# ---- design 1 ----
Design 1, clock network drawn from the DEF:
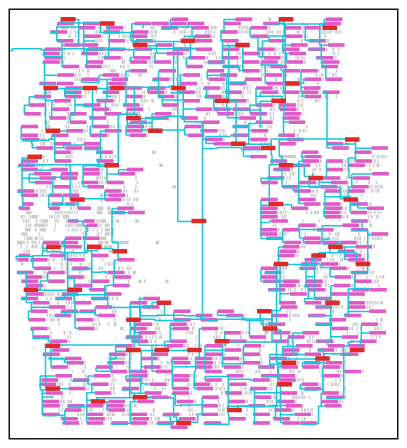

### src/rtl/inst_queue.sv
// Circular instruction queue between ifetch and the decoder (depth 2**IQ_DEPTH_BIT).
// Optional same-cycle fetch-to-decode bypass on an empty queue: define IQ_BYPASS_EN.
module inst_queue #(
  parameter int IQ_DEPTH_BIT = 3
) (
  input  logic                    clk_in,
  input  logic                    rst_in,
  input  logic                    rdy_in,
  input  logic                    fetch_valid,
  input  logic [31:0]             fetch_pc,
  input  logic [31:0]             fetch_inst,
  input  logic                    fetch_predict,
  output logic                    iq_full,
  output logic                    dec_valid,
  output logic [31:0]             dec_pc,
  output logic [31:0]             dec_inst,
  output logic                    dec_predict,
  input  logic                    dec_accept,
  input  logic                    flush,
  output logic [IQ_DEPTH_BIT:0]   iq_count
);

  localparam int DEPTH = 1 << IQ_DEPTH_BIT;
  localparam logic [IQ_DEPTH_BIT:0] FULL_CNT = (IQ_DEPTH_BIT + 1)'(DEPTH);

  // Handshakes: an entry enters on a cycle with fetch_valid && !iq_full, and the head
  // leaves on a cycle with dec_valid && dec_accept; neither happens while rdy_in is low
  // or when flush is high (flush empties the queue instead).

  logic [31:0]             pc_q      [DEPTH];
  logic [31:0]             inst_q    [DEPTH];
  logic                    predict_q [DEPTH];
  logic [IQ_DEPTH_BIT-1:0] head_q;
  logic [IQ_DEPTH_BIT-1:0] tail_q;
  logic [IQ_DEPTH_BIT:0]   count_q;

  logic stored_valid;
  logic push;
  logic pop;

  assign stored_valid = (count_q != '0);
  assign iq_full      = (count_q == FULL_CNT);
  assign iq_count     = count_q;

`ifdef IQ_BYPASS_EN
  logic bypass;
  logic bypass_take;

  // An empty queue forwards the fetch straight to the decoder; if the decoder takes it,
  // the instruction never lands in storage.
  assign bypass      = !stored_valid && fetch_valid && !flush;
  assign bypass_take = bypass && dec_accept;
  assign push        = fetch_valid && !iq_full && !bypass_take;
  assign pop         = dec_accept && stored_valid;
  assign dec_valid   = stored_valid || bypass;

  always_comb begin
    dec_pc      = '0;
    dec_inst    = '0;
    dec_predict = 1'b0;
    if (stored_valid) begin
      dec_pc      = pc_q[head_q];
      dec_inst    = inst_q[head_q];
      dec_predict = predict_q[head_q];
    end else if (bypass) begin
      dec_pc      = fetch_pc;
      dec_inst    = fetch_inst;
      dec_predict = fetch_predict;
    end
  end
`else
  assign push      = fetch_valid && !iq_full;
  assign pop       = dec_accept && stored_valid;
  assign dec_valid = stored_valid;

  always_comb begin
    dec_pc      = '0;
    dec_inst    = '0;
    dec_predict = 1'b0;
    if (stored_valid) begin
      dec_pc      = pc_q[head_q];
      dec_inst    = inst_q[head_q];
      dec_predict = predict_q[head_q];
    end
  end
`endif

  always_ff @(posedge clk_in) begin
    if (rst_in) begin
      head_q  <= '0;
      tail_q  <= '0;
      count_q <= '0;
    end else if (rdy_in) begin
      if (flush) begin
        head_q  <= '0;
        tail_q  <= '0;
        count_q <= '0;
      end else begin
        if (push) tail_q <= tail_q + 1'b1;
        if (pop)  head_q <= head_q + 1'b1;
        count_q <= count_q + {{IQ_DEPTH_BIT{1'b0}}, push} - {{IQ_DEPTH_BIT{1'b0}}, pop};
      end
    end
  end

  // Storage carries no reset; contents are only observed through a valid head.
  always_ff @(posedge clk_in) begin
    if (!rst_in && rdy_in && !flush && push) begin
      pc_q[tail_q]      <= fetch_pc;
      inst_q[tail_q]    <= fetch_inst;
      predict_q[tail_q] <= fetch_predict;
    end
  end

endmodule

### config.mk
export PLATFORM = sky130hd
export DESIGN_NAME = inst_queue
export DESIGN_NICKNAME = d
export VERILOG_FILES = /design/src/rtl/inst_queue.sv
export SDC_FILE = /design/constraint.sdc
export NUM_CORES = 1
export LEC_CHECK = 0
export ABC_AREA = 1
export CAP_MARGIN = 5
export CORE_AREA = 4 4 241 267
export CTS_CLUSTER_SIZE = 16
export DETAILED_ROUTE_END_ITERATION = 6
export DIE_AREA = 0 0 245 271
export DONT_BUFFER_PORTS = 1
export PLACE_DENSITY = 0.51
export REMOVE_ABC_BUFFERS = 1
export SYNTH_ARGS = -nofsm -noshare
export SYNTH_HDL_FRONTEND = slang
export SYNTH_SLANG_ARGS = --single-unit
export TNS_END_PERCENT = 50
### constraint.sdc
create_clock -name clk_in -period 15.2 [get_ports clk_in]
set_input_delay 2.28 -clock clk_in [delete_from_list [all_inputs] [get_ports clk_in]]
set_output_delay 2.28 -clock clk_in [all_outputs]
set_load 0.1 [all_outputs]
# ---- design 2 ----
### src/rtl/key_filter_multi.sv
// ---------------------------------------------------------------------------
// key_filter_multi
//
// Multi-channel push-button debouncer. Each of KEY_NUM active-low raw key
// inputs passes through its own 2-FF synchroniser, debounce FSM and debounce
// counter. Channels are fully independent of each other.
//
// Optional feature macro: KEY_LONG_PRESS_EN
//   defined   : a per-channel hold counter produces a one-cycle key_long
//               pulse LONG_MAX cycles after the debounced press.
//   undefined : no hold counter is built; key_long is tied to 0.
//
// Parameters:
//   CLK_FREQ   - clock frequency in Hz
//   SHAKE_FREQ - inverse of the debounce window in Hz
//   KEY_NUM    - number of channels (1..16)
//   LONG_MS    - long-press hold time in ms (long-press build only)
//
// Ports:
//   clk         - system clock, rising edge
//   rst         - synchronous active-high reset
//   key_in      - raw asynchronous keys, 0 = pressed
//   key_level   - debounced state, 1 = pressed
//   key_press   - one-cycle pulse on debounced press
//   key_release - one-cycle pulse on debounced release
//   key_long    - one-cycle pulse on long press (0 without the macro)
//
// All outputs are registered. A press or release is reported 3+CNT_MAX
// cycles after the new input level is first sampled.
// ---------------------------------------------------------------------------
module key_filter_multi #(
    parameter int CLK_FREQ   = 50000000,
    parameter int SHAKE_FREQ = 100,
    parameter int KEY_NUM    = 4,
    parameter int LONG_MS    = 1000
) (
    input  logic               clk,
    input  logic               rst,
    input  logic [KEY_NUM-1:0] key_in,
    output logic [KEY_NUM-1:0] key_level,
    output logic [KEY_NUM-1:0] key_press,
    output logic [KEY_NUM-1:0] key_release,
    output logic [KEY_NUM-1:0] key_long
);

    localparam int CNT_MAX = CLK_FREQ / SHAKE_FREQ - 1;
    localparam int CNT_W   = (CNT_MAX > 0) ? $clog2(CNT_MAX + 1) : 1;
    localparam logic [CNT_W-1:0] CNT_TOP = CNT_W'(CNT_MAX);

    // One-hot state encoding
    localparam logic [3:0] S_IDLE       = 4'b0001;
    localparam logic [3:0] S_PRESS_FILT = 4'b0010;
    localparam logic [3:0] S_PRESSED    = 4'b0100;
    localparam logic [3:0] S_REL_FILT   = 4'b1000;

`ifdef KEY_LONG_PRESS_EN
    localparam int LONG_MAX = CLK_FREQ / 1000 * LONG_MS - 1;
    localparam int LONG_W   = (LONG_MAX > 0) ? $clog2(LONG_MAX + 1) : 1;
    localparam logic [LONG_W-1:0] LONG_TOP = LONG_W'(LONG_MAX);
`endif

    for (genvar k = 0; k < KEY_NUM; k++) begin : g_ch

        logic             d0_q;
        logic             d1_q;
        logic [3:0]       state_q;
        logic [3:0]       state_d;
        logic [CNT_W-1:0] cnt_q;
        logic [CNT_W-1:0] cnt_d;
        logic             level_q;
        logic             level_d;
        logic             press_q;
        logic             press_d;
        logic             release_q;
        logic             release_d;

        // Synchroniser; both stages reset to "released" so leaving reset
        // never looks like a key press.
        always_ff @(posedge clk) begin
            if (rst) begin
                d0_q <= 1'b1;
                d1_q <= 1'b1;
            end else begin
                d0_q <= key_in[k];
                d1_q <= d0_q;
            end
        end

        // State register, debounce counter and registered outputs
        always_ff @(posedge clk) begin
            if (rst) begin
                state_q   <= S_IDLE;
                cnt_q     <= '0;
                level_q   <= 1'b0;
                press_q   <= 1'b0;
                release_q <= 1'b0;
            end else begin
                state_q   <= state_d;
                cnt_q     <= cnt_d;
                level_q   <= level_d;
                press_q   <= press_d;
                release_q <= release_d;
            end
        end

        // Next-state logic
        always_comb begin
            state_d = S_IDLE;
            case (state_q)
                S_IDLE: begin
                    state_d = d1_q ? S_IDLE : S_PRESS_FILT;
                end
                S_PRESS_FILT: begin
                    if (d1_q)
                        state_d = S_IDLE;
                    else if (cnt_q == CNT_TOP)
                        state_d = S_PRESSED;
                    else
                        state_d = S_PRESS_FILT;
                end
                S_PRESSED: begin
                    state_d = d1_q ? S_REL_FILT : S_PRESSED;
                end
                S_REL_FILT: begin
                    if (!d1_q)
                        state_d = S_PRESSED;
                    else if (cnt_q == CNT_TOP)
                        state_d = S_IDLE;
                    else
                        state_d = S_REL_FILT;
                end
                default: begin
                    state_d = S_IDLE;
                end
            endcase
        end

        // Output / counter next-value logic. Outputs are computed from the
        // upcoming state so that they change on the same edge as the state.
        always_comb begin
            cnt_d     = '0;
            level_d   = (state_d == S_PRESSED) || (state_d == S_REL_FILT);
            // Only a completed press filter yields a press pulse; a release
            // bounce returning to PRESSED stays silent.
            press_d   = (state_q == S_PRESS_FILT) && (state_d == S_PRESSED);
            release_d = (state_q == S_REL_FILT) && (state_d == S_IDLE);
            if ((state_d == state_q) &&
                ((state_q == S_PRESS_FILT) || (state_q == S_REL_FILT))) begin
                // Holding at the top is unreachable (the filter exits there)
                // but keeps the counter from ever wrapping.
                cnt_d = (cnt_q == CNT_TOP) ? cnt_q : cnt_q + 1'b1;
            end
        end

        assign key_level[k]   = level_q;
        assign key_press[k]   = press_q;
        assign key_release[k] = release_q;

`ifdef KEY_LONG_PRESS_EN
        logic              held;
        logic [LONG_W-1:0] long_cnt_q;
        logic [LONG_W-1:0] long_cnt_d;
        logic              long_q;
        logic              long_d;

        // REL_FILT counts as held so a release bounce does not restart the
        // hold timer.
        assign held = (state_q == S_PRESSED) || (state_q == S_REL_FILT);

        always_ff @(posedge clk) begin
            if (rst) begin
                long_cnt_q <= '0;
                long_q     <= 1'b0;
            end else begin
                long_cnt_q <= long_cnt_d;
                long_q     <= long_d;
            end
        end

        // Saturating hold counter; the pulse fires only on the step onto
        // the top value, giving at most one pulse per press.
        always_comb begin
            long_cnt_d = '0;
            long_d     = 1'b0;
            if (held) begin
                if (long_cnt_q != LONG_TOP) begin
                    long_cnt_d = long_cnt_q + 1'b1;
                    long_d     = (long_cnt_d == LONG_TOP);
                end else begin
                    long_cnt_d = long_cnt_q;
                end
            end
        end

        assign key_long[k] = long_q;
`else
        assign key_long[k] = 1'b0;
`endif

    end : g_ch

endmodule
### config.mk
export PLATFORM = sky130hd
export DESIGN_NAME = key_filter_multi
export DESIGN_NICKNAME = d
export VERILOG_FILES = /design/src/rtl/key_filter_multi.sv
export SDC_FILE = /design/constraint.sdc
export NUM_CORES = 1
export LEC_CHECK = 0
export CAP_MARGIN = 20
export CORE_UTILIZATION = 35
export CTS_CLUSTER_DIAMETER = 30
export DETAILED_ROUTE_END_ITERATION = 10
export PLACE_DENSITY = 0.5
export SLEW_MARGIN = 20
export SYNTH_ARGS = -nofsm -noshare
export SYNTH_HDL_FRONTEND = slang
export SYNTH_SLANG_ARGS = --single-unit
### constraint.sdc
create_clock -name clk -period 2 [get_ports clk]
set_input_delay 0.5 -clock clk [delete_from_list [all_inputs] [get_ports clk]]
set_output_delay 0.5 -clock clk [all_outputs]
set_load 0.005 [all_outputs]
Design 1, congestion heat map:
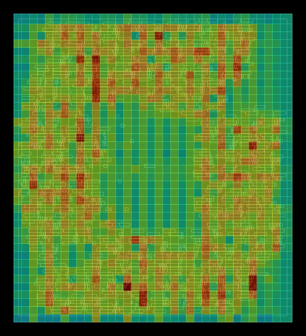
grt met2 use: 25.3%
DR WL/cell: 19.6 um

Notes on 'clock network drawn from the DEF' of design 1 above:
flip-flops -> magenta  # count 533
clock drivers -> red  # count 56
clock wires -> cyan  # length 6690 um
flops lie = all over the die

==> deck_impl_summary.md, design 1 <==
Implementation Results

Outcome
  • Status: finished, final reports clean

Logic synthesis
  • Synthesis area per yosys: 21400 um2
  • Most numerous cell in the Yosys netlist: nor2_1
  • Post-synthesis cell count from yosys: 1781
  • Post-synth regs: 533

Detailed routing
  • Top routing layer in use: met4
  • DR DRC count: 0
  • 1st-pass router iterations: 5
  • Antenna viol nets, final: 0

CTS
  • Setup Fix Bufs, Post-CTS: 0
  • Cts hold-fix bufs: 0
  • CTS tree: built
  • Clk latency of the worst-skew pair: 0.59 ns
  • Num CTS Buffers: 56

Floorplan
  • Core box area: 61700 um2
  • Die H: 271 um
  • Die area: 66400 um2

Global route
  • GRT Total Usage: 15.2%

Critical path
  • Critical Path Source Type: flip-flop
  • Reg2reg path depth: 8

Finish
  • Registers: 533
  • Layout cells sized above 1: 10.2%

Timing
  • Hold WS: 0.486 ns
## design 1: logic make-up after synthesis
| kind of cell | Yosys count | share of synthesized area (%) |
|---|---|---|
| AOI/OAI and AO/OA | 336 | 7.84 |
| adders and majority gates | 9 | 0.560 |
| buffers and inverters | 128 | 3.49 |
| DFF | 533 | 74.0 |
| and+or+nand+nor | 775 | 14.1 |
## design 1: power by group through the flow
stage	registers [W]	logic (W)	clock network, W
detailed placement	0.00165	0.000163	0
global route	0.00162	0.000170	0.00144
floorplan	0.00166	0.000134	0
CTS	0.00162	0.000163	0.00137
finish	0.00162	0.000160	0.00133
global placement	0.00165	0.000162	0
## design 1: worst min-delay path, delay by kind of cell (launching register included)
| family | cells | cell delay [ns] |
|---|---|---|
| AND/OR/NAND/NOR | 1 | 0.06 |
| flip-flops | 1 | 0.32 |
| AND-OR/OR-AND | 1 | 0.06 |
## design 1: layer usage
| metal | vias up | track usage (%) |
|---|---|---|
| met5 | - | 0 |
| met4 | 0 | 3.66 |
| met3 | 61 | 3.84 |
| li1 | 6181 | - |
| met1 | 6421 | 20.1 |
| met2 | 293 | 25.3 |
Design 2, register map, names as in the netlist:
Other sequential cells in the stronger gray, the rest of the logic in the fainter gray.
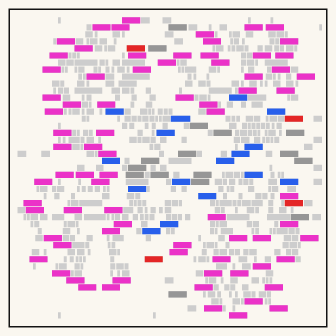
g_ch.release_q -> red  # placed flops 4
g_ch.state_q -> blue  # placed flops 16
g_ch.cnt_q -> magenta  # placed flops 76, where all over the die

==> deck_impl_summary.md, design 2 <==
Implementation Results

Outcome
  • Status: finished, final reports clean

Critical path
  • CP bufs+invs: 1
  • R2R Path End: g_ch[2].cnt_q[15]
  • Reg2reg path depth: 6
  • Crit path to: g_ch[2].cnt_q[15]
  • CP required: 2.24 ns
  • Reg2reg start: g_ch[2].cnt_q[10]
  • Critical Path Source Type: flip-flop

CTS
  • Max clock buf depth: 2
  • Num CTS Buffers: 9
  • Clk latency of the worst-skew pair: 0.35 ns

Timing
  • Setup Total Neg Slack: 0 ns
  • Slew @ Worst Pin: 0.512 ns
  • Final Skew: 0.00757 ns
  • Final hold violations: 0
  • Final worst setup slack: 0.177 ns
  • FMAX: 0.549 GHz
  • Worst slew margin relative to its limit: 65.7%

Placed design
  • Port bufs: 17
  • Post-DP Area: 5460 um2
  • Dpl hpwl: 6640 um
  • Pre-CTS setup slack: -0.186 ns

Logic synthesis
  • Avg Cell Area, Syn: 8.69 um2
  • Yosys adder share: 0.987%
  • Synth Area in Simple Gates: 32.6%
  • Leading cell types by count after synthesis: dfxtp_1, nor2_1, xor2_1
  • Yosys warning total: 0
  • Register share after synthesis: 44.2%
  • Netlist cell types: 52
  • Synth mux share: 0%
  • Ao+oa area frac: 5.13%

Detailed routing
  • Initial DRC Count: 382
  • 1st-pass router iterations: 4
  • Vias: 3865

Worst hold path
  • HP Class: flip-flop to flip-flop
  • Hold path start: g_ch[1].d0_q

Finish
  • Non-CTS inverters: 11
  • Clock Buffer Count: 12
  • Layout area overhead: 14.4%
  • Flop area: 2240 um2
  • Flop share of the area: 38.7%

Power and ir drop
  • Pwr/cell area: 738 nW/um2
  • Gate power share: 1.6%
  • Psw: 0.000838 W

Global route
  • GRT Total Usage: 13.9%
  • First-pass GRT wire length: 16700 um
  • Busiest grt layer: met2
  • Initial antenna violation count: 0

Floorplan
  • Core box area: 14000 um2
design 2: layer usage:
| layer | routed length (um) | up-vias | part of all wire (%) |
|---|---|---|---|
| met5 | 0 | - | 0 |
| met1 | 4870 | 1780 | 51 |
| met3 | 280 | 9 | 2.9 |
| met4 | 104 | 0 | 1.1 |
| li1 | - | 2028 | - |
| met2 | 4250 | 48 | 45 |
design 2: flip-flops by register name, summed over array words and instances, names as in the netlist:
register and flops:
g_ch.cnt_q 76, g_ch.d0_q 4, g_ch.d1_q 4, g_ch.level_q 4, g_ch.press_q 4, g_ch.release_q 4, g_ch.state_q 16
design 2: placed cells by master, fill, tap and decap left out, drive strengths merged, types with 3 or more instances in the layout:
cell,instances
buf,24
nand3,31
conb,4
clkbuf,12
nor3,22
o21ai,5
xnor2,25
nor2b,3
clkdlybuf4s50,17
a31oi,4
nand4,20
or3,5
and3,14
ha,4
and4,12
inv,11
nor4,10
nor2,101
nand2,40
dfxtp,112
a21oi,16
or2,10
nor3b,9
xor2,44
nor4b,8
nand2b,13
a211oi,4
nor4bb,3

==> layout pictures side by side <==
Supply network.
Pins as bars on the die edge. Tap cells in gray.
shot_01.png
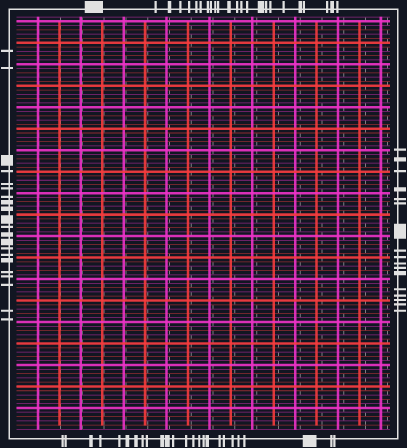
shot_02.png
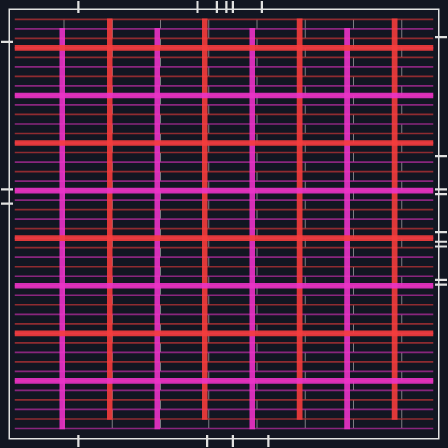
shot_01.png: design 1
shot_02.png: design 2
- largest die: shot_01.png

Key to shot_02.png:
VDD -> red
VSS -> magenta
met4 straps = 8
signal pins = 22


# ---- design 3 ----
Design 3, supply network:
Pins as bars on the die edge. Tap cells in gray.
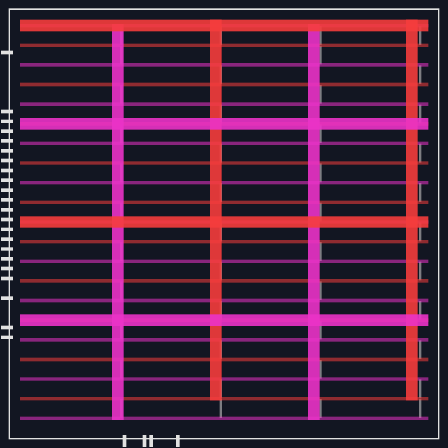
Design 3, congestion heat map:
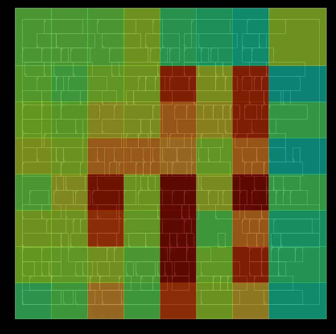
Design 3, clock network drawn from the DEF:
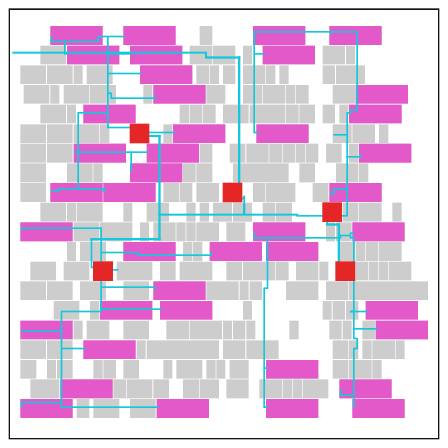
--- src/rtl/rom_sequencer.sv ---
// rom_sequencer: address generator and LED output latch for a synchronous-read ROM.
// Steps through the ROM on debounced button edges, or free-runs with a
// programmable hold time per word. Everything runs on the system clock.
// Build option ROMSEQ_ONESHOT_EN: run mode stops at the last address instead of
// wrapping and waits for run to be released and re-asserted; step edges still wrap.
module rom_sequencer #(
    parameter int AW          = 4,
    parameter int DW          = 8,
    parameter int READ_LAT    = 1,
    parameter int CW          = 24,
    parameter int HOLD_CYCLES = 12000000
) (
    input  logic          clk,
    input  logic          rst,
    input  logic          step,
    input  logic          run,
    output logic [AW-1:0] rom_addr,
    input  logic [DW-1:0] rom_data,
    output logic [DW-1:0] leds,
    output logic          busy,
    output logic          wrap
);

    localparam int            WW        = (READ_LAT > 1) ? $clog2(READ_LAT) : 1;
    localparam logic [WW-1:0] WAIT_LAST = WW'(READ_LAT - 1);
    localparam logic [CW-1:0] HOLD_LAST = CW'(HOLD_CYCLES - 1);
    localparam logic [AW-1:0] ADDR_LAST = {AW{1'b1}};

    typedef enum logic [1:0] {
        IDLE,
        FETCH,
        LOAD,
        HOLD
    } state_t;

    state_t        state;
    state_t        next_state;
    logic          step_q;
    logic          step_edge;
    logic          run_eff;
    logic          at_stop;
    logic          advance;
    logic          set_block;
    logic          blocked;
    logic [WW-1:0] wait_cnt;
    logic [CW-1:0] hold_cnt;

    // A rising step level counts once; run is masked while a one-shot stop is pending.
    assign step_edge = step & ~step_q;
    assign run_eff   = run & ~blocked;
    assign busy      = (state == FETCH) || (state == LOAD);

`ifdef ROMSEQ_ONESHOT_EN
    assign at_stop = (rom_addr == ADDR_LAST);
`else
    assign at_stop = 1'b0;
`endif

    // State register; reset lands in FETCH so rom[0] is loaded automatically.
    always_ff @(posedge clk) begin
        if (rst) begin
            state <= FETCH;
        end else begin
            state <= next_state;
        end
    end

    // Next-state decode and advance request; a step edge and a timeout in the
    // same cycle produce one advance because both share the single advance flag.
    always_comb begin
        next_state = state;
        advance    = 1'b0;
        set_block  = 1'b0;
        case (state)
            FETCH: begin
                if (wait_cnt == WAIT_LAST) begin
                    next_state = LOAD;
                end
            end
            LOAD: begin
                next_state = run_eff ? HOLD : IDLE;
            end
            IDLE: begin
                if (step_edge) begin
                    advance    = 1'b1;
                    next_state = FETCH;
                end else if (run_eff) begin
                    if (at_stop) begin
                        set_block = 1'b1;
                    end else begin
                        advance    = 1'b1;
                        next_state = FETCH;
                    end
                end
            end
            HOLD: begin
                if (step_edge) begin
                    advance    = 1'b1;
                    next_state = FETCH;
                end else if (!run_eff) begin
                    next_state = IDLE;
                end else if (hold_cnt == HOLD_LAST) begin
                    if (at_stop) begin
                        set_block  = 1'b1;
                        next_state = IDLE;
                    end else begin
                        advance    = 1'b1;
                        next_state = FETCH;
                    end
                end
            end
            default: begin
                next_state = FETCH;
            end
        endcase
    end

    // Datapath: address counter, LED latch, wait/hold counters and edge history.
    always_ff @(posedge clk) begin
        if (rst) begin
            rom_addr <= '0;
            leds     <= '0;
            wrap     <= 1'b0;
            step_q   <= 1'b0;
            wait_cnt <= '0;
            hold_cnt <= '0;
            blocked  <= 1'b0;
        end else begin
            step_q <= step;
            wrap   <= advance && (rom_addr == ADDR_LAST);
            if (advance) begin
                rom_addr <= rom_addr + 1'b1;
            end
            if (state == LOAD) begin
                leds <= rom_data;
            end
            if ((state == FETCH) && (next_state == FETCH)) begin
                wait_cnt <= wait_cnt + 1'b1;
            end else begin
                wait_cnt <= '0;
            end
            if (state == LOAD) begin
                hold_cnt <= '0;
            end else if (state == HOLD) begin
                hold_cnt <= hold_cnt + 1'b1;
            end
            if (!run) begin
                blocked <= 1'b0;
            end else if (set_block) begin
                blocked <= 1'b1;
            end
        end
    end

endmodule

--- config.mk ---
export PLATFORM = sky130hd
export DESIGN_NAME = rom_sequencer
export DESIGN_NICKNAME = d
export VERILOG_FILES = /design/src/rtl/rom_sequencer.sv
export SDC_FILE = /design/constraint.sdc
export NUM_CORES = 1
export LEC_CHECK = 0
export CAP_MARGIN = 15
export CORE_UTILIZATION = 58
export CTS_CLUSTER_SIZE = 28
export DETAILED_ROUTE_END_ITERATION = 6
export PLACE_DENSITY = 0.83
export SLEW_MARGIN = 10
export SYNTH_ARGS = -nofsm -noshare
export SYNTH_HDL_FRONTEND = slang
export SYNTH_SLANG_ARGS = --single-unit
--- constraint.sdc ---
create_clock -name clk -period 4.8 [get_ports clk]
set_input_delay 0.96 -clock clk [delete_from_list [all_inputs] [get_ports clk]]
set_output_delay 0.96 -clock clk [all_outputs]
set_load 0.05 [all_outputs]
==> deck_impl_summary.md <==
Implementation Results

Outcome
  • Status: finished, final reports clean

Timing
  • Setup Total Neg Slack: 0 ns
  • Final worst setup slack: 1.76 ns
  • Hold WS: 0.507 ns
  • Cycle use final: 63.3%
  • FMAX: 0.329 GHz
  • Slew @ Worst Pin: 0.636 ns

Critical path
  • Crit path capture type: output port
  • R2R Path End: hold_cnt[23]
  • Crit Path Category: flip-flop to output port
  • CP bufs+invs: 2
  • CP Depth: 3
  • Critical Path Source Type: flip-flop
  • Maximum fanout along the worst path: 7
  • Reg2reg path depth: 6
  • Crit path largest cell delay: 0.81 ns
  • Worst-path cell chain: inv_1, ha_1, clkdlybuf4s50_1

CTS
  • Max clock buf depth: 2
  • Post-cts resize count: 0
  • CTS root buf: clkbuf_4
  • Clock sink count: 41
  • CTS tree: built
  • Num CTS Buffers: 5

Logic synthesis
  • Post-synth regs: 41
  • Synthesis area per yosys: 1900 um2
  • Register share after synthesis: 43.1%
  • Top cells, area: dfxtp_1, nor2_1, xnor2_1
  • Top_reg_cell synth: dfxtp_1

Finish
  • Non-CTS inverters: 8
  • Layout area overhead: 18.8%
  • Most numerous logic cell after layout: dfxtp_1
  • Layout Cells excl Fill: 279
  • Non-clock buffering overhead: 11.1%
  • Layout cells sized above 1: 6.81%
  • Flop area: 821 um2
  • Largest cell class: logic gates
  • Fillcell total: 236

Global route
  • Initial antenna violation count: 0
  • Total gr overflow: 0

Detailed routing
  • 1st-pass router iterations: 4
  • Vias per inst: 5.62
  • Wl on met1: 1680 um
  • Top routing layer in use: met4
  • DR WL/cell: 13.4 um
  • Antenna viol nets, final: 0
  • DR DRC count: 0
  • WL met3: 215 um

Floorplan
  • Well Taps: 44

Power and ir drop
  • Comb pwr: 0.000187 W
  • Clock Power Share: 29.6%
  • Switching share of power: 30.7%
  • Pwr/cell area: 353 nW/um2

Worst hold path
  • Hold path start: leds[7]
  • Hold depth: 2

Placed design
  • Dpl cells: 271
  • Dpl hpwl: 2640 um

Run
  • Max Cap Viol: 0
  • Tool warnings: 30
## Picture notes: 'supply network' of design 3
VSS -> magenta
VDD -> red
met1 rails = 21
tap cells = 44
Die H: 59.3 um
die x size: 59.3 um
Max IR drop VDD: 0.348 mV
core box area: 3080 um2

## Picture notes: 'congestion heat map' of design 3
GRT Total Usage: 24.5%
grt met2 use: 40.8%
busiest grt layer: met2
M1 GR Usage: 28.5%

## Picture notes: 'clock network drawn from the DEF' of design 3
clock drivers -> red  # count 5
flip-flops -> magenta  # count 41
clock wires -> cyan  # length 450 um
flops lie = all over the die
routed clock nets = 6
clk latency of the worst-skew pair: 0.35 ns
Final Skew: 0.0136 ns
Clk. pwr: 0.000236 W

-- registers in the layout (all words and copies together) (netlist names) --
| name | cells |
|---|---|
| hold_cnt | 24 |
| leds | 8 |
| rom_addr | 4 |
| state | 2 |
| step_q | 1 |
| wait_cnt | 1 |
| wrap | 1 |
-- kinds of logic (layout without fill, tap and decap cells) --
logic type | after synthesis | count (layout) | synth area share (%)
AND-OR/OR-AND | 21 | 21 | 8.02
XOR/XNOR | 20 | 20 | 9.20
adder cells (fa/ha/maj) | 7 | 7 | 4.60
buffers and inverters | 17 | 41 | 3.48
flip-flops | 41 | 41 | 43.1
multiplexers | 11 | 11 | 5.85
AND/OR/NAND/NOR | 94 | 94 | 25.7
-- synth_stat cells, drive strengths merged (3+ instances only) --
cell type / number
a21oi: 6
and4: 3
clkbuf: 7
dfxtp: 41
ha: 7
inv: 8
mux2i: 10
nand2: 10
nand3: 10
nand4: 5
nor2: 38
nor2b: 3
nor3: 8
o21ai: 5
o31ai: 3
or3: 7
xnor2: 13
xor2: 7


==> notes/layouts.md <==
Pictures saved along the way, in no particular order.

Placed cells, one color a class.
picture 1
Scale bar: 50 um.
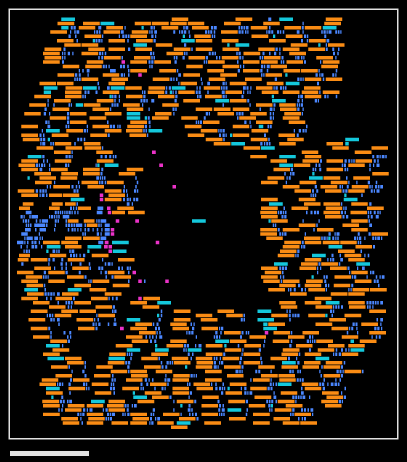
picture 2
Scale bar: 20 um.
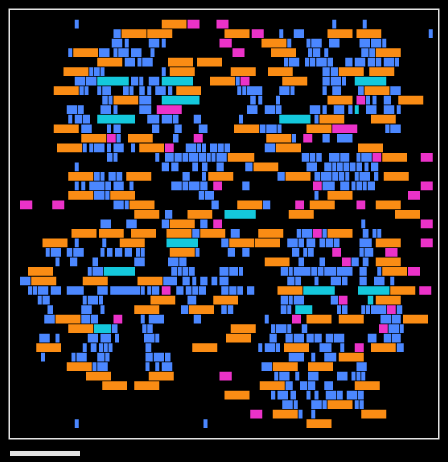
picture 3
Scale bar: 20 um.
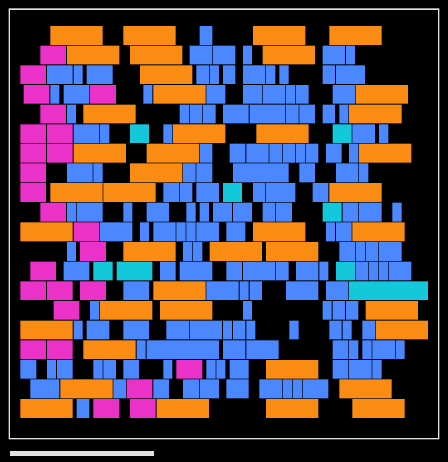
The one with the fewest cells is picture 3.
- design 3 = picture 3
- design 1 = picture 1
- design 2 = picture 2

Power is estimated from default activity; no workload was simulated.
